==================== uart_tx
## src/rtl/uart_tx.sv

```systemverilog
// UART transmitter: one start bit (0), D_W data bits LSB first, one stop bit (1).
// Bit timing comes from an external oversampling tick; a tick only counts when
// baud_clk and baud_en are both high. Every output is registered.
`timescale 1ns/1ps

module uart_tx #(
   parameter int D_W     = 8,
   parameter int B_TICK  = 16,
   parameter int SB_TICK = 16
) (
   input  logic           clk,
   input  logic           rst,
   input  logic           baud_clk,
   input  logic           baud_en,
   input  logic           tx_start,
   input  logic [D_W-1:0] in_data,
   output logic           tx_data,
   output logic           tx_busy,
   output logic           tx_done
);

   // Sample counter must reach the longer of the data-bit and stop-bit periods.
   localparam int CNT_MAX = (B_TICK > SB_TICK) ? B_TICK : SB_TICK;
   localparam int S_W     = (CNT_MAX > 1) ? $clog2(CNT_MAX) : 1;
   localparam int N_W     = (D_W > 1) ? $clog2(D_W) : 1;

   localparam logic [S_W-1:0] B_LAST  = S_W'(B_TICK - 1);
   localparam logic [S_W-1:0] SB_LAST = S_W'(SB_TICK - 1);
   localparam logic [N_W-1:0] N_LAST  = N_W'(D_W - 1);

   typedef enum logic [1:0] {
      ST_IDLE,
      ST_START,
      ST_DATA,
      ST_STOP
   } state_e;

   state_e         state_q, state_d;
   logic [S_W-1:0] s_cnt_q, s_cnt_d;
   logic [N_W-1:0] n_q, n_d;
   logic [D_W-1:0] shreg_q, shreg_d;
   logic           tx_data_q, tx_data_d;
   logic           tx_busy_q, tx_busy_d;
   logic           tx_done_q, tx_done_d;

   logic tick;

   assign tick = baud_clk & baud_en;

   // State register and all registered outputs; reset is synchronous.
   always_ff @(posedge clk) begin
      // NOTE: sequential state uses non-blocking assignments so every register
      // samples the pre-edge values, independent of statement order.
      if (rst) begin
         state_q   <= ST_IDLE;
         s_cnt_q   <= '0;
         n_q       <= '0;
         shreg_q   <= '0;
         tx_data_q <= 1'b1;
         tx_busy_q <= 1'b0;
         tx_done_q <= 1'b0;
      end else begin
         state_q   <= state_d;
         s_cnt_q   <= s_cnt_d;
         n_q       <= n_d;
         shreg_q   <= shreg_d;
         tx_data_q <= tx_data_d;
         tx_busy_q <= tx_busy_d;
         tx_done_q <= tx_done_d;
      end
   end

   // Next-state, counter, shift-register and output logic.
   always_comb begin
      // NOTE: every signal gets a default first so no path can infer a latch.
      state_d   = state_q;
      s_cnt_d   = s_cnt_q;
      n_d       = n_q;
      shreg_d   = shreg_q;
      tx_busy_d = tx_busy_q;
      tx_done_d = 1'b0;

      // Line level follows the current state; the register adds one cycle of lag.
      unique case (state_q)
         ST_START: tx_data_d = 1'b0;
         ST_DATA:  tx_data_d = shreg_q[0];
         default:  tx_data_d = 1'b1;
      endcase

      unique case (state_q)
         ST_IDLE: begin
            if (tx_start) begin
               shreg_d   = in_data;
               s_cnt_d   = '0;
               state_d   = ST_START;
               tx_busy_d = 1'b1;
            end
         end

         ST_START: begin
            if (tick) begin
               if (s_cnt_q == B_LAST) begin
                  s_cnt_d = '0;
                  n_d     = '0;
                  state_d = ST_DATA;
               end else begin
                  s_cnt_d = s_cnt_q + 1'b1;
               end
            end
         end

         ST_DATA: begin
            if (tick) begin
               if (s_cnt_q == B_LAST) begin
                  s_cnt_d = '0;
                  shreg_d = shreg_q >> 1;
                  if (n_q == N_LAST) begin
                     state_d = ST_STOP;
                  end else begin
                     n_d = n_q + 1'b1;
                  end
               end else begin
                  s_cnt_d = s_cnt_q + 1'b1;
               end
            end
         end

         ST_STOP: begin
            if (tick) begin
               if (s_cnt_q == SB_LAST) begin
                  s_cnt_d   = '0;
                  state_d   = ST_IDLE;
                  tx_busy_d = 1'b0;
                  tx_done_d = 1'b1;
               end else begin
                  s_cnt_d = s_cnt_q + 1'b1;
               end
            end
         end

         default: begin
            state_d = ST_IDLE;
         end
      endcase
   end

   assign tx_data = tx_data_q;
   assign tx_busy = tx_busy_q;
   assign tx_done = tx_done_q;

endmodule

```

## config.mk

```make
export PLATFORM = sky130hd
export DESIGN_NAME = uart_tx
export DESIGN_NICKNAME = d
export VERILOG_FILES = /design/src/rtl/uart_tx.sv
export SDC_FILE = /design/constraint.sdc
export NUM_CORES = 1
export LEC_CHECK = 0
export CAP_MARGIN = 20
export CORE_UTILIZATION = 47
export DETAILED_ROUTE_END_ITERATION = 8
export GPL_ROUTABILITY_DRIVEN = 0
export PLACE_DENSITY_LB_ADDON = 0.2
export SETUP_SLACK_MARGIN = 0.1
export SLEW_MARGIN = 20
export SYNTH_ARGS = -nofsm -noshare
export SYNTH_HDL_FRONTEND = slang
export SYNTH_SLANG_ARGS = --single-unit
```

## constraint.sdc

```tcl
create_clock -name clk -period 1.7 [get_ports clk]
set_input_delay 0.425 -clock clk [delete_from_list [all_inputs] [get_ports clk]]
set_output_delay 0.425 -clock clk [all_outputs]
set_load 0.02 [all_outputs]
```

==================== seg_display_arbiter_flat
### src/rtl/seg_display_arbiter_pkg.sv
// Shared types and segment constants for the 7-segment display arbiter.
// Pure declarations; no logic, no latency.
package seg_arb_pkg;

    typedef enum logic [1:0] {
        IDLE = 2'd0,
        SHOW = 2'd1,
        GAP  = 2'd2
    } state_t;

    localparam logic [7:0] SEG_IDLE  = 8'h02;
    localparam logic [7:0] SEG_BLANK = 8'h00;
    localparam logic [7:0] SEG_ALL   = 8'hFF;

    // Index width that stays legal (>=1 bit) even for a single-entry vector.
    function automatic int idx_width(input int n);
        return (n > 1) ? $clog2(n) : 1;
    endfunction

endpackage

### src/rtl/seg_display_arbiter_if.sv
// Request/display bundle between sequence-detector channels and the display arbiter.
// master = requester side (drives valid/pattern), slave = arbiter side.
interface seg_display_arbiter_if #(
    parameter int NUM_REQ = 4
);
    logic [NUM_REQ-1:0]   req_valid;
    logic [8*NUM_REQ-1:0] req_seg;
    logic [NUM_REQ-1:0]   req_ready;
    logic [7:0]           seg_out;
    logic                 busy;
    logic [2:0]           owner;

    modport master (
        output req_valid, req_seg,
        input  req_ready, seg_out, busy, owner
    );

    modport slave (
        input  req_valid, req_seg,
        output req_ready, seg_out, busy, owner
    );
endinterface

### src/rtl/seg_display_arbiter_rr_picker.sv
// Combinational round-robin picker: first set request at or after the pointer wins.
// Zero latency; purely combinational, no backpressure of its own.
module rr_picker
    import seg_arb_pkg::*;
#(
    parameter  int NUM_REQ = 4,
    localparam int IW      = idx_width(NUM_REQ)
) (
    input  logic [NUM_REQ-1:0] i_req,
    input  logic [IW-1:0]      i_ptr,
    output logic [NUM_REQ-1:0] o_grant,
    output logic [IW-1:0]      o_idx,
    output logic               o_any
);
    localparam int SW = IW + 1;

    logic [SW-1:0] w_sum;

    always_comb begin
        o_grant = '0;
        o_idx   = '0;
        o_any   = 1'b0;
        w_sum   = '0;
        for (int k = 0; k < NUM_REQ; k++) begin
            // Walk ptr, ptr+1, ... modulo NUM_REQ; the extra sum bit holds the carry.
            w_sum = {1'b0, i_ptr} + SW'(k);
            if (w_sum >= SW'(NUM_REQ)) begin
                w_sum = w_sum - SW'(NUM_REQ);
            end
            if (!o_any && i_req[w_sum[IW-1:0]]) begin
                o_any                    = 1'b1;
                o_idx                    = w_sum[IW-1:0];
                o_grant[w_sum[IW-1:0]]   = 1'b1;
            end
        end
    end

endmodule

### src/rtl/seg_display_arbiter.sv
// Round-robin share of one 7-seg display: grant in IDLE (0-cycle req_ready), show HOLD_CYCLES, 1 blank GAP.
// Requests wait while SHOW/GAP is active. Optional blink during SHOW under SEG_ARB_BLINK_EN.
module seg_display_arbiter
    import seg_arb_pkg::*;
#(
    parameter int NUM_REQ     = 4,
    parameter int HOLD_CYCLES = 16,
    parameter int BLINK_HALF  = 4
) (
    input  logic                 clk,
    input  logic                 reset,
    seg_display_arbiter_if.slave bus
);
    localparam int IW = idx_width(NUM_REQ);
    localparam int CW = $clog2(HOLD_CYCLES + 1);

    if (NUM_REQ < 2 || NUM_REQ > 8 || HOLD_CYCLES < 1 || BLINK_HALF < 1) begin : g_bad_param
        $error("seg_display_arbiter: parameter out of range");
    end

    state_t             r_state, w_state_nxt;
    logic [IW-1:0]      r_ptr,   w_ptr_nxt;
    logic [7:0]         r_pat,   w_pat_nxt;
    logic [CW-1:0]      r_cnt,   w_cnt_nxt;
    logic [7:0]         r_seg,   w_seg_nxt;
    logic               r_busy,  w_busy_nxt;
    logic [2:0]         r_owner, w_owner_nxt;

    logic [NUM_REQ-1:0] w_grant;
    logic [IW-1:0]      w_idx;
    logic               w_any;
    logic [7:0]         w_req_pat;

`ifdef SEG_ARB_BLINK_EN
    localparam int BW = (BLINK_HALF > 1) ? $clog2(BLINK_HALF) : 1;
    logic [BW-1:0]      r_blk_cnt, w_blk_cnt_nxt;
    logic               r_blk_off, w_blk_off_nxt;
`endif

    rr_picker #(
        .NUM_REQ (NUM_REQ)
    ) u_pick (
        .i_req   (bus.req_valid),
        .i_ptr   (r_ptr),
        .o_grant (w_grant),
        .o_idx   (w_idx),
        .o_any   (w_any)
    );

    assign w_req_pat     = bus.req_seg[{w_idx, 3'b000} +: 8];
    assign bus.req_ready = (r_state == IDLE) ? w_grant : '0;
    assign bus.seg_out   = r_seg;
    assign bus.busy      = r_busy;
    assign bus.owner     = r_owner;

    always_comb begin
        w_state_nxt = r_state;
        w_ptr_nxt   = r_ptr;
        w_pat_nxt   = r_pat;
        w_cnt_nxt   = r_cnt;
        w_seg_nxt   = r_seg;
        w_busy_nxt  = r_busy;
        w_owner_nxt = r_owner;
`ifdef SEG_ARB_BLINK_EN
        w_blk_cnt_nxt = r_blk_cnt;
        w_blk_off_nxt = r_blk_off;
`endif
        case (r_state)
            IDLE: begin
                w_seg_nxt  = SEG_IDLE;
                w_busy_nxt = 1'b0;
                if (w_any) begin
                    w_state_nxt = SHOW;
                    w_ptr_nxt   = (w_idx == IW'(NUM_REQ - 1)) ? '0 : w_idx + IW'(1);
                    w_pat_nxt   = w_req_pat;
                    w_cnt_nxt   = CW'(HOLD_CYCLES - 1);
                    w_seg_nxt   = w_req_pat;
                    w_busy_nxt  = 1'b1;
                    w_owner_nxt = 3'(w_idx);
`ifdef SEG_ARB_BLINK_EN
                    w_blk_cnt_nxt = '0;
                    w_blk_off_nxt = 1'b0;
`endif
                end
            end
            SHOW: begin
                if (r_cnt == '0) begin
                    w_state_nxt = GAP;
                    w_seg_nxt   = SEG_BLANK;
                end else begin
                    w_cnt_nxt = r_cnt - CW'(1);
`ifdef SEG_ARB_BLINK_EN
                    // seg_out is registered, so it follows the phase of the upcoming cycle.
                    if (r_blk_cnt == BW'(BLINK_HALF - 1)) begin
                        w_blk_cnt_nxt = '0;
                        w_blk_off_nxt = ~r_blk_off;
                    end else begin
                        w_blk_cnt_nxt = r_blk_cnt + BW'(1);
                    end
                    w_seg_nxt = w_blk_off_nxt ? SEG_BLANK : r_pat;
`else
                    w_seg_nxt = r_pat;
`endif
                end
            end
            GAP: begin
                w_state_nxt = IDLE;
                w_seg_nxt   = SEG_IDLE;
                w_busy_nxt  = 1'b0;
            end
            default: begin
                w_state_nxt = IDLE;
                w_seg_nxt   = SEG_IDLE;
                w_busy_nxt  = 1'b0;
            end
        endcase
    end

    always_ff @(posedge clk or posedge reset) begin
        if (reset) begin
            r_state <= IDLE;
            r_ptr   <= '0;
            r_pat   <= SEG_BLANK;
            r_cnt   <= '0;
            r_seg   <= SEG_IDLE;
            r_busy  <= 1'b0;
            r_owner <= '0;
`ifdef SEG_ARB_BLINK_EN
            r_blk_cnt <= '0;
            r_blk_off <= 1'b0;
`endif
        end else begin
            r_state <= w_state_nxt;
            r_ptr   <= w_ptr_nxt;
            r_pat   <= w_pat_nxt;
            r_cnt   <= w_cnt_nxt;
            r_seg   <= w_seg_nxt;
            r_busy  <= w_busy_nxt;
            r_owner <= w_owner_nxt;
`ifdef SEG_ARB_BLINK_EN
            r_blk_cnt <= w_blk_cnt_nxt;
            r_blk_off <= w_blk_off_nxt;
`endif
        end
    end

endmodule

### src/flat_wrapper.sv
// flat-port wrapper written by rule: the top's interface ports become plain ports
module seg_display_arbiter_flat import seg_arb_pkg::*;
#(
    parameter int NUM_REQ     = 4,
    parameter int HOLD_CYCLES = 16,
    parameter int BLINK_HALF  = 4
)
  (clk, reset, bus_req_valid, bus_req_seg, bus_req_ready, bus_seg_out, bus_busy, bus_owner);
  seg_display_arbiter_if #(.NUM_REQ(NUM_REQ)) bus_i ();
  input  logic clk;
  input  logic reset;
  input wire logic [$bits(bus_i.req_valid)-1:0] bus_req_valid;
  input wire logic [$bits(bus_i.req_seg)-1:0] bus_req_seg;
  output wire logic [$bits(bus_i.req_ready)-1:0] bus_req_ready;
  output wire logic [$bits(bus_i.seg_out)-1:0] bus_seg_out;
  output wire logic [$bits(bus_i.busy)-1:0] bus_busy;
  output wire logic [$bits(bus_i.owner)-1:0] bus_owner;
  assign bus_i.req_valid = bus_req_valid;
  assign bus_i.req_seg = bus_req_seg;
  assign bus_req_ready = bus_i.req_ready;
  assign bus_seg_out = bus_i.seg_out;
  assign bus_busy = bus_i.busy;
  assign bus_owner = bus_i.owner;
  seg_display_arbiter #(.NUM_REQ(NUM_REQ), .HOLD_CYCLES(HOLD_CYCLES), .BLINK_HALF(BLINK_HALF)) u_core (.clk(clk), .reset(reset), .bus(bus_i));
endmodule
### config.mk
export PLATFORM = sky130hd
export DESIGN_NAME = seg_display_arbiter_flat
export DESIGN_NICKNAME = d
export VERILOG_FILES = /design/src/rtl/seg_display_arbiter_pkg.sv /design/src/rtl/seg_display_arbiter_if.sv /design/src/rtl/seg_display_arbiter_rr_picker.sv /design/src/rtl/seg_display_arbiter.sv /design/src/flat_wrapper.sv
export SDC_FILE = /design/constraint.sdc
export NUM_CORES = 1
export LEC_CHECK = 0
export CAP_MARGIN = 10
export CORE_MARGIN = 2
export CORE_UTILIZATION = 35
export DETAILED_ROUTE_END_ITERATION = 8
export SKIP_LAST_GASP = 1
export SYNTH_ARGS = -nofsm -noshare
export SYNTH_HDL_FRONTEND = slang
export SYNTH_SLANG_ARGS = --single-unit
### constraint.sdc
create_clock -name clk -period 4 [get_ports clk]
set_input_delay 0.6 -clock clk [delete_from_list [all_inputs] [get_ports clk]]
set_output_delay 0.6 -clock clk [all_outputs]
set_load 0.005 [all_outputs]
==================== riscv_lsu_unit
==> src/rtl/riscv_lsu_unit.sv <==
// RISC-V load/store unit: decodes one access per handshake, drives a req/gnt/rvalid
// memory port with timeout, and returns extended load data or a precise exception.
module riscv_lsu_unit #(
   parameter int XLEN    = 32,
   parameter int ADDR_W  = 32,
   parameter int TIMEOUT = 255
) (
   input  logic              clk,
   input  logic              rst_n,
   input  logic              ex_valid_i,
   output logic              ex_ready_o,
   input  logic              ex_is_store_i,
   input  logic [2:0]        ex_funct3_i,
   input  logic [ADDR_W-1:0] ex_addr_i,
   input  logic [XLEN-1:0]   ex_wdata_i,
   input  logic [4:0]        ex_rd_i,
   output logic              mem_req_o,
   input  logic              mem_gnt_i,
   output logic              mem_we_o,
   output logic [ADDR_W-1:0] mem_addr_o,
   output logic [XLEN/8-1:0] mem_be_o,
   output logic [XLEN-1:0]   mem_wdata_o,
   input  logic              mem_rvalid_i,
   input  logic [XLEN-1:0]   mem_rdata_i,
   input  logic              mem_err_i,
   output logic              wb_valid_o,
   output logic              wb_we_o,
   output logic [4:0]        wb_rd_o,
   output logic [XLEN-1:0]   wb_data_o,
   output logic              exc_valid_o,
   output logic [3:0]        exc_cause_o,
   output logic [ADDR_W-1:0] exc_tval_o
);
   localparam int NB    = XLEN / 8;
   localparam int OFF_W = $clog2(NB);
   localparam logic [31:0] TO_LAST = (TIMEOUT == 0) ? 32'd0 : 32'(TIMEOUT - 1);

   typedef enum logic [2:0] {IDLE, REQ, WAIT, DONE, EXC} state_t;
   state_t state, state_next;

   logic              store_q, uns_q;
   logic [1:0]        sz_q;
   logic [ADDR_W-1:0] addr_q;
   logic [4:0]        rd_q;
   logic [31:0]       cnt_q;

   logic              dec_legal, dec_uns, dec_misal;
   logic [1:0]        dec_sz;
   logic [NB-1:0]     size_mask, be_calc;
   logic [XLEN-1:0]   wdata_calc, shifted, ld_mask, ld_calc;
   logic              sign_bit;
   logic              timeout_hit;

   // Size decode: dec_sz is log2(bytes); 64-bit-only encodings are illegal at XLEN=32.
   always_comb begin
      dec_legal = 1'b1;
      dec_sz    = 2'd0;
      dec_uns   = 1'b0;
      if (ex_is_store_i) begin
         case (ex_funct3_i)
            3'b000:  dec_sz = 2'd0;
            3'b001:  dec_sz = 2'd1;
            3'b010:  dec_sz = 2'd2;
            3'b011:  begin dec_sz = 2'd3; dec_legal = (XLEN == 64); end
            default: dec_legal = 1'b0;
         endcase
      end else begin
         case (ex_funct3_i)
            3'b000:  dec_sz = 2'd0;
            3'b001:  dec_sz = 2'd1;
            3'b010:  dec_sz = 2'd2;
            3'b100:  begin dec_sz = 2'd0; dec_uns = 1'b1; end
            3'b101:  begin dec_sz = 2'd1; dec_uns = 1'b1; end
            3'b011:  begin dec_sz = 2'd3; dec_legal = (XLEN == 64); end
            3'b110:  begin dec_sz = 2'd2; dec_uns = 1'b1; dec_legal = (XLEN == 64); end
            default: dec_legal = 1'b0;
         endcase
      end
      case (dec_sz)
         2'd0:    dec_misal = 1'b0;
         2'd1:    dec_misal = ex_addr_i[0];
         2'd2:    dec_misal = |ex_addr_i[1:0];
         default: dec_misal = |ex_addr_i[2:0];
      endcase
   end

   always_comb begin
      case (dec_sz)
         2'd0:    size_mask = NB'(1);
         2'd1:    size_mask = NB'(3);
         2'd2:    size_mask = NB'(15);
         default: size_mask = NB'(8'hFF);
      endcase
      be_calc = size_mask << ex_addr_i[OFF_W-1:0];
      case (dec_sz)
         2'd0:    wdata_calc = {NB{ex_wdata_i[7:0]}};
         2'd1:    wdata_calc = {(NB/2){ex_wdata_i[15:0]}};
         2'd2:    wdata_calc = {(NB/4){ex_wdata_i[31:0]}};
         default: wdata_calc = ex_wdata_i;
      endcase
   end

   // Load extension: lanes above the access size are replaced by zero or sign fill.
   always_comb begin
      shifted = mem_rdata_i >> {addr_q[OFF_W-1:0], 3'b000};
      case (sz_q)
         2'd0:    begin ld_mask = XLEN'(64'hFF);        sign_bit = shifted[7];      end
         2'd1:    begin ld_mask = XLEN'(64'hFFFF);      sign_bit = shifted[15];     end
         2'd2:    begin ld_mask = XLEN'(64'hFFFF_FFFF); sign_bit = shifted[31];     end
         default: begin ld_mask = '1;                   sign_bit = shifted[XLEN-1]; end
      endcase
      ld_calc = (sign_bit && !uns_q) ? (shifted | ~ld_mask) : (shifted & ld_mask);
   end

   assign timeout_hit = (TIMEOUT != 0) && (cnt_q == TO_LAST);

   always_ff @(posedge clk or negedge rst_n) begin
      if (!rst_n) state <= IDLE;
      else        state <= state_next;
   end

   always_comb begin
      state_next = state;
      case (state)
         IDLE: if (ex_valid_i) state_next = (!dec_legal || dec_misal) ? EXC : REQ;
         REQ:  if (mem_gnt_i) state_next = WAIT;
         WAIT: begin
            if (mem_rvalid_i)     state_next = mem_err_i ? EXC : DONE;
            else if (timeout_hit) state_next = EXC;
         end
         DONE:    state_next = IDLE;
         EXC:     state_next = IDLE;
         default: state_next = IDLE;
      endcase
   end

   always_comb begin
      ex_ready_o  = (state == IDLE);
      mem_req_o   = (state == REQ);
      wb_valid_o  = (state == DONE);
      wb_we_o     = (state == DONE) && !store_q;
      exc_valid_o = (state == EXC);
      wb_rd_o     = rd_q;
   end

   // Capture, memory-port registers, counter and the held wb/exception results.
   always_ff @(posedge clk or negedge rst_n) begin
      if (!rst_n) begin
         store_q     <= 1'b0;
         uns_q       <= 1'b0;
         sz_q        <= 2'd0;
         addr_q      <= '0;
         rd_q        <= '0;
         cnt_q       <= '0;
         mem_we_o    <= 1'b0;
         mem_addr_o  <= '0;
         mem_be_o    <= '0;
         mem_wdata_o <= '0;
         wb_data_o   <= '0;
         exc_cause_o <= '0;
         exc_tval_o  <= '0;
      end else begin
         case (state)
            IDLE: if (ex_valid_i) begin
               store_q <= ex_is_store_i;
               uns_q   <= dec_uns;
               sz_q    <= dec_sz;
               addr_q  <= ex_addr_i;
               rd_q    <= ex_rd_i;
               if (!dec_legal) begin
                  exc_cause_o <= 4'd2;
                  exc_tval_o  <= ex_addr_i;
               end else if (dec_misal) begin
                  exc_cause_o <= ex_is_store_i ? 4'd6 : 4'd4;
                  exc_tval_o  <= ex_addr_i;
               end else begin
                  mem_we_o    <= ex_is_store_i;
                  mem_addr_o  <= {ex_addr_i[ADDR_W-1:OFF_W], {OFF_W{1'b0}}};
                  mem_be_o    <= be_calc;
                  mem_wdata_o <= wdata_calc;
               end
            end
            REQ: if (mem_gnt_i) cnt_q <= '0;
            WAIT: begin
               if (mem_rvalid_i) begin
                  if (mem_err_i) begin
                     exc_cause_o <= store_q ? 4'd7 : 4'd5;
                     exc_tval_o  <= addr_q;
                  end else if (!store_q) begin
                     wb_data_o <= ld_calc;
                  end
               end else begin
                  cnt_q <= cnt_q + 32'd1;
                  if (timeout_hit) begin
                     exc_cause_o <= store_q ? 4'd7 : 4'd5;
                     exc_tval_o  <= addr_q;
                  end
               end
            end
            default: ;
         endcase
      end
   end
endmodule

==> config.mk <==
export PLATFORM = sky130hd
export DESIGN_NAME = riscv_lsu_unit
export DESIGN_NICKNAME = d
export VERILOG_FILES = /design/src/rtl/riscv_lsu_unit.sv
export SDC_FILE = /design/constraint.sdc
export NUM_CORES = 1
export LEC_CHECK = 0
export CAP_MARGIN = 25
export CORE_MARGIN = 1
export CORE_UTILIZATION = 45
export DETAILED_ROUTE_END_ITERATION = 7
export PLACE_DENSITY = 0.87
export SYNTH_ARGS = -nofsm -noshare
export SYNTH_HDL_FRONTEND = slang
export SYNTH_SLANG_ARGS = --single-unit
==> constraint.sdc <==
create_clock -name clk -period 2.26 [get_ports clk]
set_clock_uncertainty 0.15 [all_clocks]
set_input_delay 0.452 -clock clk [delete_from_list [all_inputs] [get_ports clk]]
set_output_delay 0.452 -clock clk [all_outputs]
set_load 0.005 [all_outputs]
==================== time_counter
File: src/rtl/time_counter.sv
// BCD time-of-day counter with a one-second prescaler, validated parallel load and midnight pulse.
// Define TWELVE_HOUR_EN for 12-hour mode with AM/PM flag; the default build counts 00..23.
module time_counter #(
  parameter int CLKS_PER_SEC = 50_000_000
) (
  input  logic       clk,
  input  logic       reset,
  input  logic       run,
  input  logic       load,
  input  logic [3:0] ht_in,
  input  logic [3:0] ho_in,
  input  logic [3:0] mt_in,
  input  logic [3:0] mo_in,
  input  logic [3:0] st_in,
  input  logic [3:0] so_in,
  input  logic       pm_in,
  output logic [3:0] ht,
  output logic [3:0] ho,
  output logic [3:0] mt,
  output logic [3:0] mo,
  output logic [3:0] st,
  output logic [3:0] so,
  output logic       pm,
  output logic       sec_tick,
  output logic       day_pulse,
  output logic       load_err
);

  localparam int PW = (CLKS_PER_SEC > 1) ? $clog2(CLKS_PER_SEC) : 1;
  localparam logic [PW-1:0] PMAX = PW'(CLKS_PER_SEC - 1);

  typedef struct packed {
    logic [3:0] ht, ho, mt, mo, st, so;
    logic       pm;
  } tod_t;

`ifdef TWELVE_HOUR_EN
  localparam tod_t RST = tod_t'({4'd1, 4'd2, 16'd0, 1'b0});
`else
  localparam tod_t RST = '0;
`endif

  logic [PW-1:0] pcnt;
  tod_t          cur, nxt, ld;
  logic          wrap, min_c, hr_c, hr_ok, ld_ok;

`ifdef TWELVE_HOUR_EN
  assign ld    = '{ht: ht_in, ho: ho_in, mt: mt_in, mo: mo_in, st: st_in, so: so_in, pm: pm_in};
  assign hr_ok = (ht_in == 4'd0 && ho_in >= 4'd1 && ho_in <= 4'd9) ||
                 (ht_in == 4'd1 && ho_in <= 4'd2);
`else
  logic unused_pm_in;
  assign unused_pm_in = pm_in;
  assign ld    = '{ht: ht_in, ho: ho_in, mt: mt_in, mo: mo_in, st: st_in, so: so_in, pm: 1'b0};
  assign hr_ok = (ht_in <= 4'd1 && ho_in <= 4'd9) || (ht_in == 4'd2 && ho_in <= 4'd3);
`endif

  assign ld_ok = hr_ok && (mt_in <= 4'd5) && (mo_in <= 4'd9) &&
                 (st_in <= 4'd5) && (so_in <= 4'd9);

  assign min_c = (cur.st == 4'd5) && (cur.so == 4'd9);
  assign hr_c  = min_c && (cur.mt == 4'd5) && (cur.mo == 4'd9);

  // Next time for an advance: ripple carry through the BCD digits.
  always_comb begin
    nxt  = cur;
    wrap = 1'b0;
    nxt.so = (cur.so == 4'd9) ? 4'd0 : cur.so + 4'd1;
    if (cur.so == 4'd9) nxt.st = (cur.st == 4'd5) ? 4'd0 : cur.st + 4'd1;
    if (min_c)          nxt.mo = (cur.mo == 4'd9) ? 4'd0 : cur.mo + 4'd1;
    if (min_c && cur.mo == 4'd9) nxt.mt = (cur.mt == 4'd5) ? 4'd0 : cur.mt + 4'd1;
    if (hr_c) begin
`ifdef TWELVE_HOUR_EN
      if (cur.ht == 4'd1 && cur.ho == 4'd2) begin
        nxt.ht = 4'd0;
        nxt.ho = 4'd1;
      end else if (cur.ht == 4'd1 && cur.ho == 4'd1) begin
        // 11:59:59 -> 12:00:00 flips AM/PM; PM->AM is midnight.
        nxt.ho = 4'd2;
        nxt.pm = ~cur.pm;
        wrap   = cur.pm;
      end else if (cur.ho == 4'd9) begin
        nxt.ht = 4'd1;
        nxt.ho = 4'd0;
      end else begin
        nxt.ho = cur.ho + 4'd1;
      end
`else
      if (cur.ht == 4'd2 && cur.ho == 4'd3) begin
        nxt.ht = 4'd0;
        nxt.ho = 4'd0;
        wrap   = 1'b1;
      end else if (cur.ho == 4'd9) begin
        nxt.ht = cur.ht + 4'd1;
        nxt.ho = 4'd0;
      end else begin
        nxt.ho = cur.ho + 4'd1;
      end
`endif
    end
  end

  // A valid load takes priority over an advance; a rejected one does not block it.
  always_ff @(posedge clk or negedge reset) begin
    if (!reset) begin
      cur       <= RST;
      pcnt      <= '0;
      sec_tick  <= 1'b0;
      day_pulse <= 1'b0;
      load_err  <= 1'b0;
    end else begin
      load_err  <= load && !ld_ok;
      sec_tick  <= 1'b0;
      day_pulse <= 1'b0;
      if (load && ld_ok) begin
        cur  <= ld;
        pcnt <= '0;
      end else if (run) begin
        if (pcnt == PMAX) begin
          pcnt      <= '0;
          cur       <= nxt;
          sec_tick  <= 1'b1;
          day_pulse <= wrap;
        end else begin
          pcnt <= pcnt + 1'b1;
        end
      end
    end
  end

  assign ht = cur.ht;
  assign ho = cur.ho;
  assign mt = cur.mt;
  assign mo = cur.mo;
  assign st = cur.st;
  assign so = cur.so;
  assign pm = cur.pm;

endmodule

File: config.mk
export PLATFORM = sky130hd
export DESIGN_NAME = time_counter
export DESIGN_NICKNAME = d
export VERILOG_FILES = /design/src/rtl/time_counter.sv
export SDC_FILE = /design/constraint.sdc
export NUM_CORES = 1
export LEC_CHECK = 0
export CAP_MARGIN = 20
export CORE_MARGIN = 3
export CORE_UTILIZATION = 40
export CTS_BUF_LIST = sky130_fd_sc_hd__clkbuf_4 sky130_fd_sc_hd__clkbuf_8
export CTS_CLUSTER_DIAMETER = 80
export DETAILED_ROUTE_END_ITERATION = 12
export GPL_TIMING_DRIVEN = 0
export PLACE_DENSITY = 0.59
export SLEW_MARGIN = 5
export SYNTH_ARGS = -nofsm -noshare
export SYNTH_HDL_FRONTEND = slang
export SYNTH_SLANG_ARGS = --single-unit
File: constraint.sdc
create_clock -name clk -period 2.7 [get_ports clk]
set_clock_uncertainty 0.15 [all_clocks]
set_input_delay 0.54 -clock clk [delete_from_list [all_inputs] [get_ports clk]]
set_output_delay 0.54 -clock clk [all_outputs]
set_load 0.01 [all_outputs]

==> gallery <==
M1 wires.
shot_01.png
Drawn at 8 px/um. Supply wires on this layer in grey. Cells faint in the background.
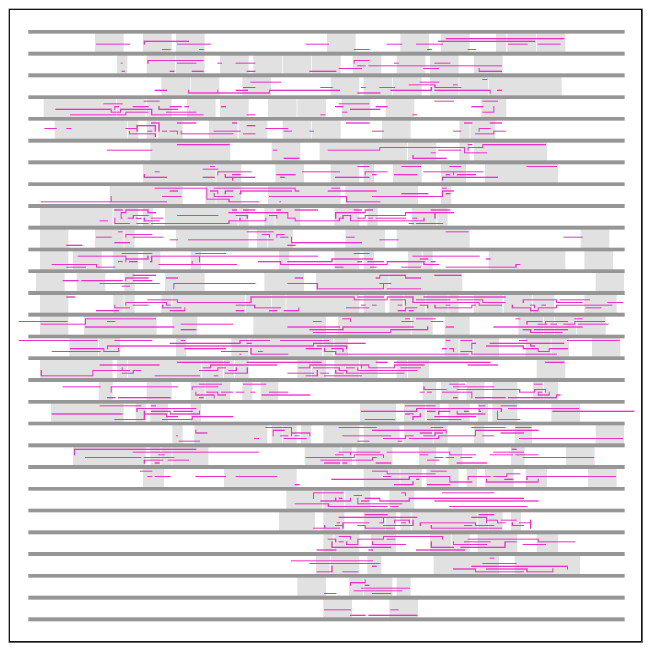
shot_02.png
Drawn at 12 px/um. Supply wires on this layer in grey. Cells faint in the background.
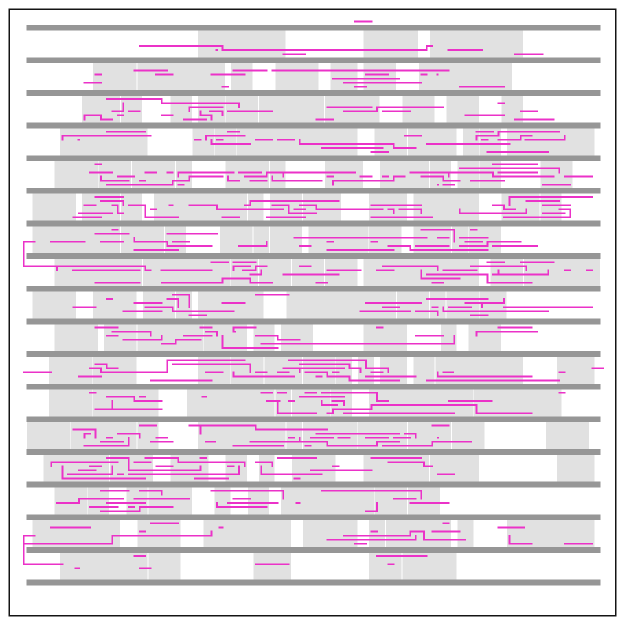
shot_03.png
Drawn at 6 px/um. Supply wires on this layer in grey. Cells faint in the background.
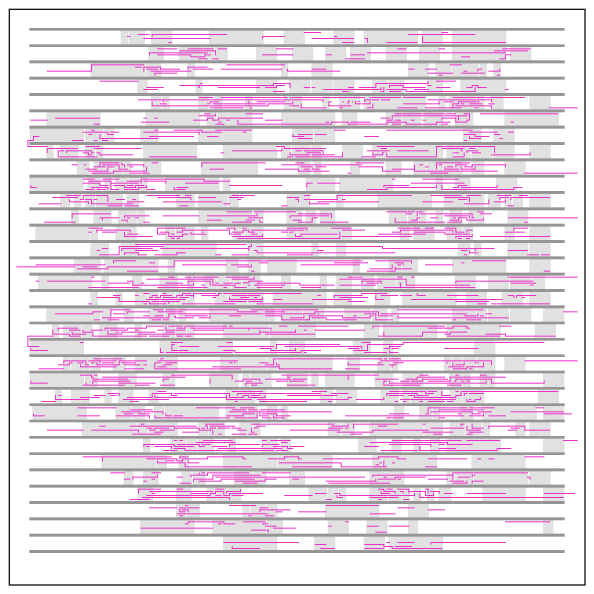
shot_04.png
Drawn at 4 px/um. Supply wires on this layer in grey. Cells faint in the background.
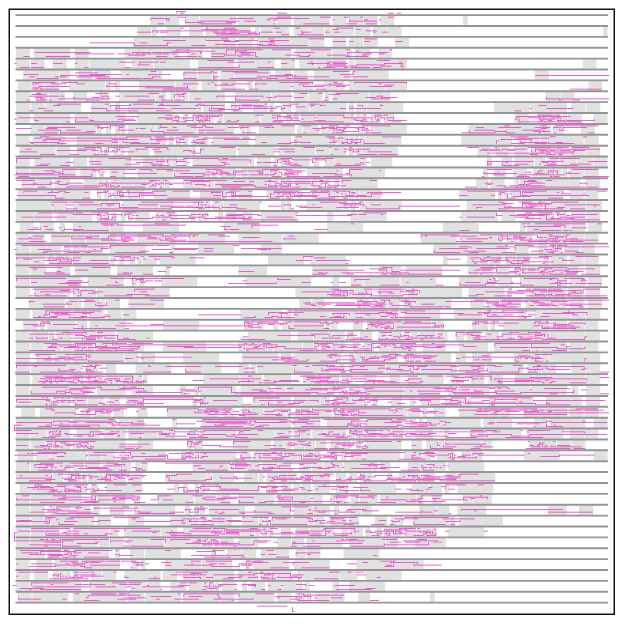
shot_02.png -> uart_tx
shot_04.png -> riscv_lsu_unit
shot_03.png -> time_counter
shot_01.png -> seg_display_arbiter_flat
The one with the smallest die is shot_02.png.

riscv_lsu_unit, sequential cells coloured by netlist name:
Drawn at 3 px/um.
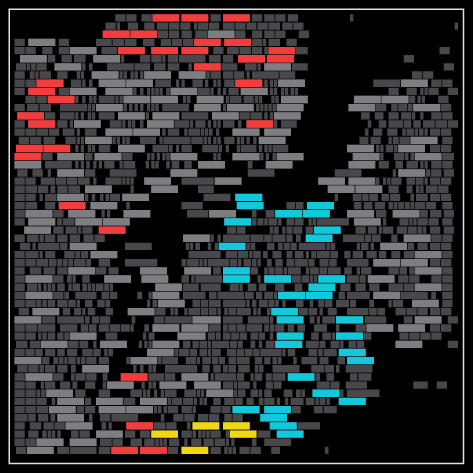
colour	name in the netlist	sequential cells
yellow	`wb_rd_o`	5
cyan	`cnt_q`	32
red	`mem_addr_o`	30
not coloured	143

riscv_lsu_unit, track usage over the die:
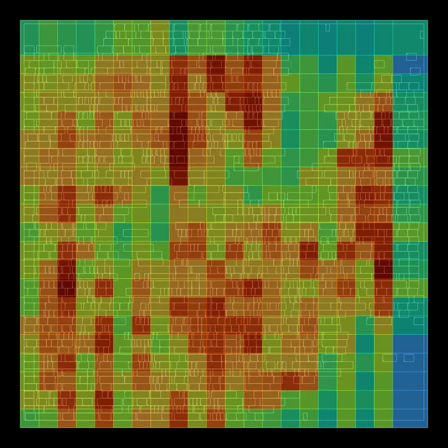
met1 usage: 0.315
Layout Utilization: 0.678

==> impl_metrics.env, riscv_lsu_unit <==
# implementation run metrics
export IMPL_status="complete, but fails checks"
export IMPL_violations="negative setup slack"
export IMPL_grt_overflow=0
export IMPL_dp_slack_ns=-0.584
export IMPL_ys_cells=975
export IMPL_yosys_area_mm2=0.00997
export IMPL_flop_cell="dfrtp_1"
export IMPL_cp_cell_sequence="nor4_2, nand4_1, o21ai_2, o211ai_4, buf_12, buf_6, mux2_1"
export IMPL_setup_ws_ns=-0.0567
export IMPL_h_tree_depth=1
export IMPL_most_common_cell="nand2_1"
export IMPL_hold_class="input pin to async pin"
export IMPL_critical_path_top_delay_family="simple AND/OR/NAND/NOR gates"
export IMPL_top_layer="met4"
export IMPL_peakVddDrop_mv=0.909
export IMPL_wl_met1_um=11500
export IMPL_setup_violations=30
export IMPL_p_clk_frac=0.236
export IMPL_postCtsHoldBufs=1
export IMPL_fp_util=0.458
## riscv_lsu_unit: cell usage in the layout, fill, tap and decap left out, types with 5 or more instances in the layout
cell and n:
inv_1 12, nand4_1 7, bufinv_16 6, mux2_1 31, and2_1 12, nor2_1 68, nor4_1 6, a21oi_1 29
xnor2_1 26, o21ai_0 20, mux2_4 20, mux2_2 39, and4_1 5, nand2_1 264, buf_12 13, nand3_1 8
clkbuf_16 25, dfrtp_1 208, mux2i_1 45, clkdlybuf4s50_1 246, buf_4 97, buf_6 5, o211ai_1 8, nor4_2 15
nor3_1 10, o22a_1 16, clkbuf_8 6, a221o_1 8
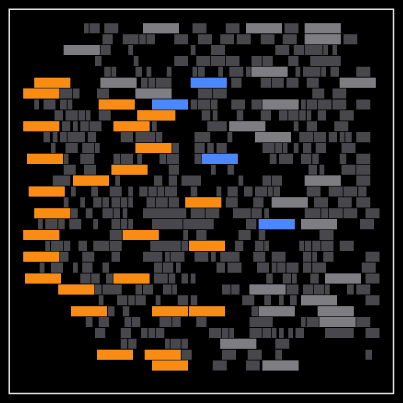
time_counter: sequential cells coloured by netlist name
Drawn at 4 px/um.
colour	name in the netlist	sequential cells
orange	`pcnt`	26
blue	`mt`	4
not coloured	23
Flop+latch power: 0.000983 W
Seq area share: 0.324

==> impl_metrics.env, time_counter <==
# implementation run metrics
export IMPL_cp_end_kind="register"
export IMPL_cts_tree="yes"
export IMPL_synth_seq_cells=53
export IMPL_status="completed"
export IMPL_peakVddDrop_mv=0.303
export IMPL_combPwrFrac=0.189
export IMPL_postLayoutCellArea_mm2=0.00410
export IMPL_grt_max_degree=29
export IMPL_port_buffers=54
export IMPL_yosys_area_mm2=0.00322
export IMPL_final_hold_viol_count=0
export IMPL_rr_worst_depth=6
export IMPL_setup_ws_ns=0.121
export IMPL_fp_util=0.414
export IMPL_crit_start="pcnt[18]"
export IMPL_clkbuf_count=5
export IMPL_crit_fanout=10
export IMPL_avgSynthCellArea_um2=9.14
export IMPL_netlist_area_leader_share=0.412
export IMPL_hold_class="input pin to async pin"
export IMPL_drc_errors=0
export IMPL_most_common_cell="dfrtp_1"
export IMPL_power_density_mw_per_mm2=460
export IMPL_synthArstFlopShare=1.00
export IMPL_synth_area_mm2=0.00322
export IMPL_worstPathArrival_ns=2.66
export IMPL_ys_cells=352
export IMPL_largest_register="pcnt"
export IMPL_yosysTopAreaCell="dfrtp_1"
export IMPL_worst_pin_slew_ns=0.632
export IMPL_antenna_found_initial=0
export IMPL_n_fill_cell=747
export IMPL_core_mm2=0.00777
export IMPL_powerComb_w=0.000357
export IMPL_logic_gates=273
export IMPL_whs_ns=0.0832
export IMPL_drv_cap=0
export IMPL_clk_share=0.0254
## time_counter: layer usage
layer  GRT usage  vias up  wire (um)
met5           0        -          0
met1       0.299     1497       4580
met2       0.347       76       4400
li1            -     1475          -
met4      0.0403        0         85
met3      0.0352       10        430
## time_counter: kinds of logic after synthesis
kind of cell / count (synthesis) / share of synthesized area
AOI/OAI and AO/OA: 86 / 0.179
xor gates and xnor gates: 14 / 0.0381
adders and majority gates: 3 / 0.0117
buffers and inverters: 26 / 0.0323
DFF: 53 / 0.412
muxes: 7 / 0.0222
other: 1 / 0.00117
and+or+nand+nor: 162 / 0.304
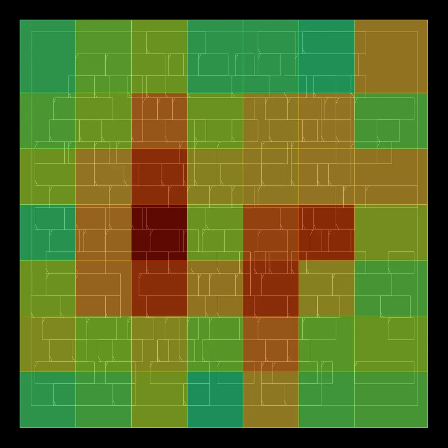
uart_tx: track usage over the die
met3 Usage GRT: 0.0364
met1 usage: 0.255
Tot GR Track Use: 0.225
Layout Utilization: 0.707
met2 Use GR: 0.429

==> impl_metrics.env, uart_tx <==
# implementation run metrics
export IMPL_status="completed"
export IMPL_yosys_warnings=0
export IMPL_tap_cells=28
export IMPL_skew_ns=0.00668
export IMPL_maxSlewHeadroom=0.739
export IMPL_setup_ws_ns=0.0117
export IMPL_ys_sh_aoi=0.272
export IMPL_cp_cell_sequence="buf_4, ha_4, or3_4, a221oi_4, a21oi_1, a311oi_1"
export IMPL_cts_buffer_depth=2
export IMPL_cp_slowest_cell="dfxtp_2"
export IMPL_synth_seq_cells=20
export IMPL_crit_cells=6
export IMPL_seq_cell_count=20
export IMPL_drc_errors=0
export IMPL_most_common_cell="dfxtp_1"
export IMPL_die_height_um=50.4
export IMPL_dr_wl_met2_um=1500
export IMPL_crit_required_ns=1.91
export IMPL_largest_reg_flops=8
export IMPL_yosysTopAreaCell="dfxtp_1"
export IMPL_first_global_vias=968
export IMPL_final_hold_viol_count=0
export IMPL_n_fill_cell=175
export IMPL_cp_buffers_inverters=1
export IMPL_setup_tns_ns=0
export IMPL_rr_worst_depth=6
export IMPL_grt_overflow=0
export IMPL_hold_depth=2
export IMPL_seqPwrFrac=0.312
export IMPL_edf_count=0
export IMPL_drt_first_pass_iters=4
export IMPL_ys_sh_adder=0.0908
export IMPL_ant_nets=0
export IMPL_postSynthSeqShare=0.363
export IMPL_synth_nets=137
export IMPL_drive_above_1_share=0.368
export IMPL_h_tree_depth=1
export IMPL_port_buffers=15
export IMPL_hp_start="n_q[1]"
export IMPL_cts_root_buf="clkbuf_4"
export IMPL_largest_register="shreg_q"
==> uart_tx: power groups by stage <==
stage                     Clock (W)  Combinational, W  Sequential, W
after floorplan                   0          0.000693       0.000674
after global placement            0           0.00107       0.000659
after detailed placement          0           0.00110       0.000666
after CTS                  0.000225           0.00113       0.000656
after global routing       0.000250           0.00136       0.000676
final                      0.000225           0.00124       0.000662
==> uart_tx: path summary, 6_finish.rpt <==
| kind | endpoint | slack [ns] |
|---|---|---|
| worst max register to register | state_q[0] | 0.01 |
| worst max-delay path | state_q[0] | 0.01 |
| worst min-delay path | n_q[1] | 0.50 |
| worst min register to register | n_q[1] | 0.50 |
seg_display_arbiter_flat, track usage over the die:
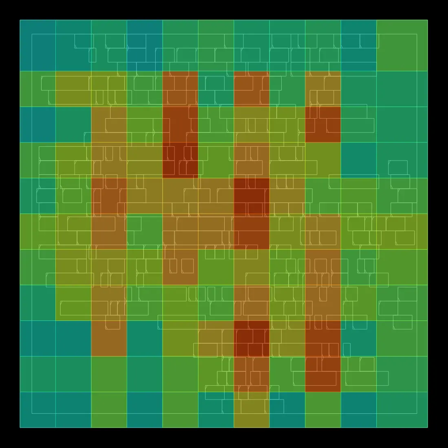
met1 usage: 0.214
GR peak layer: met2

==> impl_metrics.env, seg_display_arbiter_flat <==
# implementation run metrics
export IMPL_worstSetupPathType="input pin to output pin"
export IMPL_p_leak_nw=1.06
export IMPL_reg2reg_from="u_core.r_ptr[0]"
export IMPL_buf_share=0.227
export IMPL_ys_cells=206
export IMPL_p_clk_frac=0.119
export IMPL_slowest_delay_ns=0.64
export IMPL_cp_cell_sequence="clkdlybuf4s50_1, mux4_2, nor2b_4, a22oi_1, nor2_1, a221oi_1, nor3_1, clkdlybuf4s50_1"
export IMPL_n_all_inverters=7
export IMPL_post_route_util=0.472
export IMPL_signal_buffers=58
export IMPL_clk_pin_slew_ns=0.10
export IMPL_nets=298
export IMPL_seq_power_w=0.000484
export IMPL_synth_seq_cells=28
export IMPL_seq_cell_count=28
export IMPL_simple_gate_share=0.176
export IMPL_port_buffers=52
export IMPL_ys_sh_aoi=0.183
export IMPL_comb_share=0.429
export IMPL_powerComb_w=0.00115
export IMPL_n_fill_cell=542
export IMPL_yosysTopAreaCell="dfrtp_1"
export IMPL_vias=1700
export IMPL_status="completed"
export IMPL_p_total_w=0.00186
export IMPL_area_growth_pct=31.5
export IMPL_final_max_slew_viol_count=0
export IMPL_period_minus_slack_ns=3.72
[seg_display_arbiter_flat: sequential cells by signal, summed over array words and instances (netlist names)]
| name | cells |
|---|---|
| u_core.bus.busy | 1 |
| u_core.r_state | 2 |
| u_core.r_ptr | 2 |
| u_core.bus.seg_out | 8 |
| u_core.bus.owner | 2 |
| u_core.r_pat | 8 |
| u_core.r_cnt | 5 |

==================== icache_direct_flat
**src/rtl/icache_direct_pkg.sv**
```systemverilog
// Shared types for the direct-mapped instruction cache: address split, frame layout, FSM states.
package icache_direct_pkg;

    localparam int NSETS  = 16;
    localparam int WORD_W = 32;
    localparam int ADDR_W = 32;
    localparam int IIDX_W = $clog2(NSETS);
    localparam int ITAG_W = ADDR_W - IIDX_W - 2;

    typedef struct packed {
        logic [ITAG_W-1:0] tag;
        logic [IIDX_W-1:0] idx;
        logic [1:0]        bytoff;
    } icachef_t;

    typedef struct packed {
        logic              valid;
        logic [ITAG_W-1:0] tag;
        logic [WORD_W-1:0] data;
    } icache_frame_t;

    typedef enum logic {
        IDLE,
        MISS
    } icache_state_t;

endpackage

```
**src/rtl/icache_direct_if.sv**
```systemverilog
// Fetch-side and memory-side handshake of the instruction cache.
interface icache_direct_if
    import icache_direct_pkg::*;
    ();

    logic              imemREN;
    logic [ADDR_W-1:0] imemaddr;
    logic              ihit;
    logic [WORD_W-1:0] imemload;
    logic              iREN;
    logic [ADDR_W-1:0] iaddr;
    logic              iwait;
    logic [WORD_W-1:0] iload;

    // The cache itself answers fetches and issues memory reads.
    modport slave (
        input  imemREN, imemaddr, iwait, iload,
        output ihit, imemload, iREN, iaddr
    );

    modport master (
        output imemREN, imemaddr, iwait, iload,
        input  ihit, imemload, iREN, iaddr
    );

endinterface

```
**src/rtl/icache_direct_array.sv**
```systemverilog
// Frame storage: valid bits cleared by reset, tag/data left uninitialised.
module icache_direct_array
    import icache_direct_pkg::*;
(
    input  logic              CLK,
    input  logic              nRST,
    input  logic [IIDX_W-1:0] i_ridx,
    output icache_frame_t     o_rframe,
    input  logic              i_wen,
    input  logic [IIDX_W-1:0] i_widx,
    input  logic [ITAG_W-1:0] i_wtag,
    input  logic [WORD_W-1:0] i_wdata
);

    logic [NSETS-1:0]  r_valid;
    logic [ITAG_W-1:0] r_tag  [NSETS];
    logic [WORD_W-1:0] r_data [NSETS];

    always_ff @(posedge CLK or negedge nRST) begin
        if (!nRST) begin
            r_valid <= '0;
        end else if (i_wen) begin
            r_valid[i_widx] <= 1'b1;
        end
    end

    always_ff @(posedge CLK) begin
        if (i_wen) begin
            r_tag[i_widx]  <= i_wtag;
            r_data[i_widx] <= i_wdata;
        end
    end

    assign o_rframe = '{valid: r_valid[i_ridx], tag: r_tag[i_ridx], data: r_data[i_ridx]};

endmodule

```
**src/rtl/icache_direct.sv**
```systemverilog
// Direct-mapped read-only instruction cache: zero-latency hits, single-word fill on a miss.
module icache_direct
    import icache_direct_pkg::*;
(
    input  logic           CLK,
    input  logic           nRST,
    icache_direct_if.slave cif
);

    icache_state_t     r_state;
    icachef_t          r_missaddr;
    logic              r_iREN;

    logic [ITAG_W-1:0] w_reqTag;
    logic [IIDX_W-1:0] w_reqIdx;
    logic [ADDR_W-1:0] w_wordAddr;
    icache_frame_t     w_frame;
    logic              w_hit;
    logic              w_fill;

    assign w_reqTag   = cif.imemaddr[ADDR_W-1:IIDX_W+2];
    assign w_reqIdx   = cif.imemaddr[IIDX_W+1:2];
    assign w_wordAddr = cif.imemaddr & ~ADDR_W'(3);

    assign w_hit  = (r_state == IDLE) & cif.imemREN & w_frame.valid & (w_frame.tag == w_reqTag);
    assign w_fill = (r_state == MISS) & ~cif.iwait;

    icache_direct_array u_array (
        .CLK      (CLK),
        .nRST     (nRST),
        .i_ridx   (w_reqIdx),
        .o_rframe (w_frame),
        .i_wen    (w_fill),
        .i_widx   (r_missaddr.idx),
        .i_wtag   (r_missaddr.tag),
        .i_wdata  (cif.iload)
    );

    // A miss always runs to completion; redirects and dropped requests are seen only back in IDLE.
    always_ff @(posedge CLK or negedge nRST) begin
        if (!nRST) begin
            r_state    <= IDLE;
            r_missaddr <= '0;
            r_iREN     <= 1'b0;
        end else begin
            case (r_state)
                IDLE: begin
                    if (cif.imemREN && !w_hit) begin
                        r_missaddr <= icachef_t'(w_wordAddr);
                        r_iREN     <= 1'b1;
                        r_state    <= MISS;
                    end
                end
                MISS: begin
                    if (!cif.iwait) begin
                        r_iREN  <= 1'b0;
                        r_state <= IDLE;
                    end
                end
                default: begin
                    r_iREN  <= 1'b0;
                    r_state <= IDLE;
                end
            endcase
        end
    end

    assign cif.ihit     = w_hit;
    assign cif.imemload = w_hit ? w_frame.data : '0;
    assign cif.iREN     = r_iREN;
    assign cif.iaddr    = r_iREN ? ADDR_W'(r_missaddr) : '0;

endmodule
```
**src/flat_wrapper.sv**
```systemverilog
// flat-port wrapper written by rule: the top's interface ports become plain ports
module icache_direct_flat import icache_direct_pkg::*;
  (CLK, nRST, cif_imemREN, cif_imemaddr, cif_iwait, cif_iload, cif_ihit, cif_imemload, cif_iREN, cif_iaddr);
  icache_direct_if cif_i ();
  input  logic CLK;
  input  logic nRST;
  input wire logic [$bits(cif_i.imemREN)-1:0] cif_imemREN;
  input wire logic [$bits(cif_i.imemaddr)-1:0] cif_imemaddr;
  input wire logic [$bits(cif_i.iwait)-1:0] cif_iwait;
  input wire logic [$bits(cif_i.iload)-1:0] cif_iload;
  output wire logic [$bits(cif_i.ihit)-1:0] cif_ihit;
  output wire logic [$bits(cif_i.imemload)-1:0] cif_imemload;
  output wire logic [$bits(cif_i.iREN)-1:0] cif_iREN;
  output wire logic [$bits(cif_i.iaddr)-1:0] cif_iaddr;
  assign cif_i.imemREN = cif_imemREN;
  assign cif_i.imemaddr = cif_imemaddr;
  assign cif_i.iwait = cif_iwait;
  assign cif_i.iload = cif_iload;
  assign cif_ihit = cif_i.ihit;
  assign cif_imemload = cif_i.imemload;
  assign cif_iREN = cif_i.iREN;
  assign cif_iaddr = cif_i.iaddr;
  icache_direct u_core (.CLK(CLK), .nRST(nRST), .cif(cif_i));
endmodule
```
**config.mk**
```make
export PLATFORM = sky130hd
export DESIGN_NAME = icache_direct_flat
export DESIGN_NICKNAME = d
export VERILOG_FILES = /design/src/rtl/icache_direct_pkg.sv /design/src/rtl/icache_direct_if.sv /design/src/rtl/icache_direct_array.sv /design/src/rtl/icache_direct.sv /design/src/flat_wrapper.sv
export SDC_FILE = /design/constraint.sdc
export NUM_CORES = 1
export LEC_CHECK = 0
export CORE_MARGIN = 2
export CORE_UTILIZATION = 55
export DETAILED_ROUTE_END_ITERATION = 12
export PLACE_DENSITY = 0.73
export SYNTH_ARGS = -nofsm -noshare
export SYNTH_HDL_FRONTEND = slang
export SYNTH_HIERARCHICAL = 1
export SYNTH_SLANG_ARGS = --single-unit
export TNS_END_PERCENT = 30
```
**constraint.sdc**
```tcl
create_clock -name CLK -period 8.3 [get_ports CLK]
set_input_delay 1.66 -clock CLK [delete_from_list [all_inputs] [get_ports CLK]]
set_output_delay 1.66 -clock CLK [all_outputs]
set_load 0.03 [all_outputs]
```
icache_direct_flat, sequential cells coloured by netlist name:
Drawn at 2 px/um.
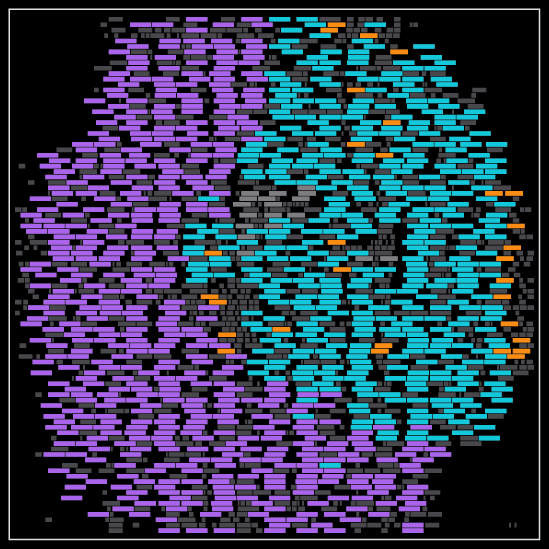
colour	name in the netlist	sequential cells
purple	`u_core/u_array/r_data`	512
orange	`u_core/r_missaddr`	30
cyan	`u_core/u_array/r_tag`	416

icache_direct_flat, M4 wires:
Drawn at 2 px/um. Supply wires on this layer in grey.
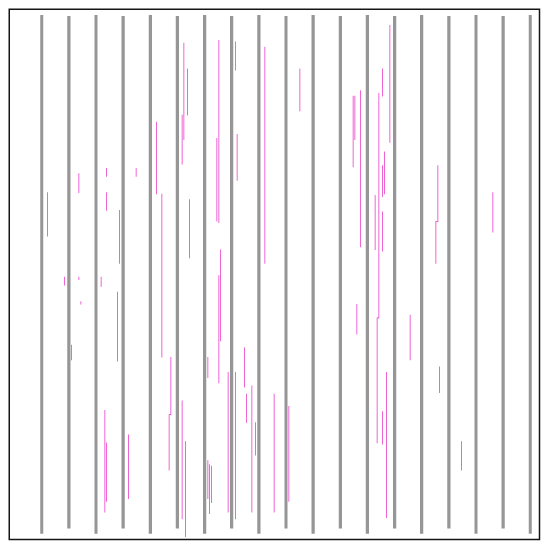
main direction	vertical
wire length on this layer	2,170 um

==> impl_metrics.env <==
# implementation run metrics
export IMPL_internal_power_w=0.00845
export IMPL_mostFrequentLayoutCell="edfxtp_1"
export IMPL_grt_pass1_wl_um=122000
export IMPL_xor_area_frac=0.00611
export IMPL_netlist_area_leader_share=0.747
export IMPL_flop_cell="edfxtp_1"
export IMPL_drive_above_1_share=0.277
export IMPL_hold_class="register to register"
export IMPL_first_global_vias=18700
export IMPL_yosysTopAreaCell="edfxtp_1"
export IMPL_dp_hpwl_um=43200
export IMPL_reg2reg_from="u_core/u_array/r_tag[1][13]"
export IMPL_status="completed"
export IMPL_nets=1928
export IMPL_grt_overflow=0
export IMPL_drtIter0Drc=1867
export IMPL_fin_crit_sh=0.880
export IMPL_register_area_mm2=0.0291
export IMPL_hp_start="u_core/u_array/r_valid[12]"
export IMPL_ant_nets=0
export IMPL_most_common_cell="edfxtp_1"
export IMPL_crit_start="cif_imemaddr[4]"
export IMPL_peakVddDrop_mv=0.165
export IMPL_worstPathArrival_ns=5.65
export IMPL_yosys_warnings=6
export IMPL_r2r_end="u_core/r_missaddr[8]"
export IMPL_worstHoldEndpoint="u_core/u_array/r_valid[12]"
export IMPL_final_cell_mix="edfxtp_1, mux4_2, a22oi_1"
export IMPL_fp_util=0.555
icache_direct_flat, M1 wires:
Drawn at 2 px/um. Supply wires on this layer in grey. Cells faint in the background.
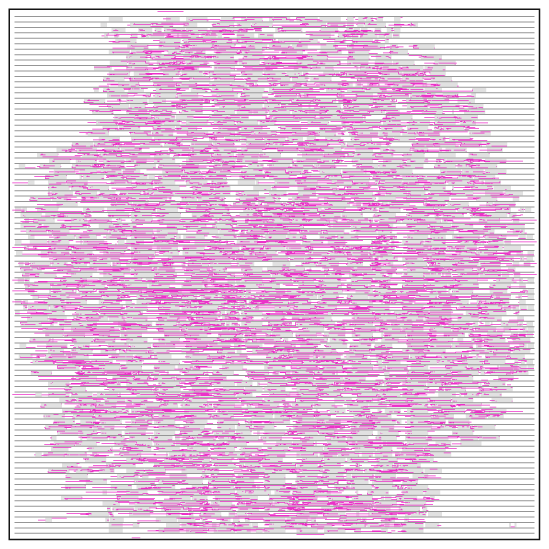
wire length on this layer	32.3 mm
share of all routed wire	39%
nets with wire on the layer	1,837
main direction	horizontal
longest straight run	116 um
vias: 18,100
final WL: 82,700 um
met1 usage: 0.333

==> layer usage <==
layer  up-vias  routed length (um)  track usage
met3       144                6850       0.0445
met2       851               41400        0.396
met5         -                  51            0
met1      9718               32300        0.333
met4         8                2170       0.0817
li1       7366                   -            -
==> layout make-up <==
| cell class | instances | area share |
|---|---|---|
| sequential | 976 | 0.675 |
| clock buffer | 129 | 0.0599 |
| antenna | 1 | 0.0000581 |
| inverter | 1 | 0.0000872 |
| multi-input combinational | 596 | 0.184 |
| timing repair buffer | 189 | 0.0456 |
| clock inverter | 44 | 0.00965 |
| tap | 873 | 0.0254 |


## Gallery

Met3 routing.
picture 1
Drawn at 4 px/um. Cells faint in the background.
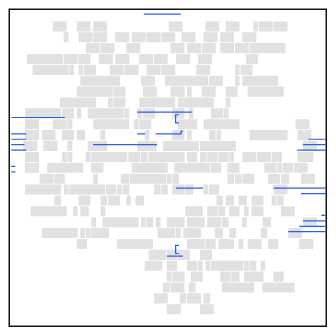
picture 2
Drawn at 8 px/um. Cells faint in the background.
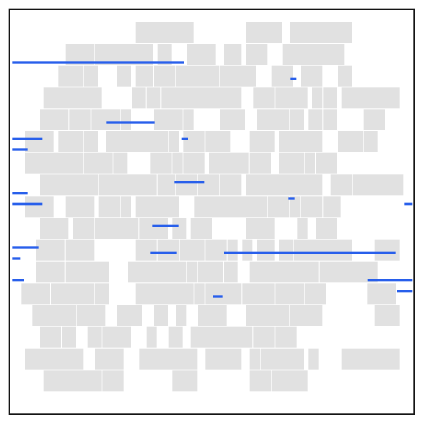
picture 3
Drawn at 4 px/um. Cells faint in the background.
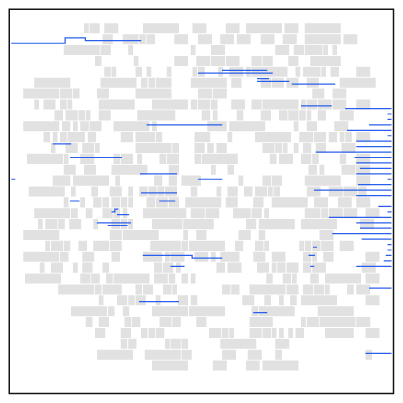
- largest die: picture 3
- smallest die: picture 2
| from | picture |
|---|---|
| time_counter | picture 3 |
| seg_display_arbiter_flat | picture 1 |
| uart_tx | picture 2 |

No activity file was given, so power comes from the tool's default toggle rates.
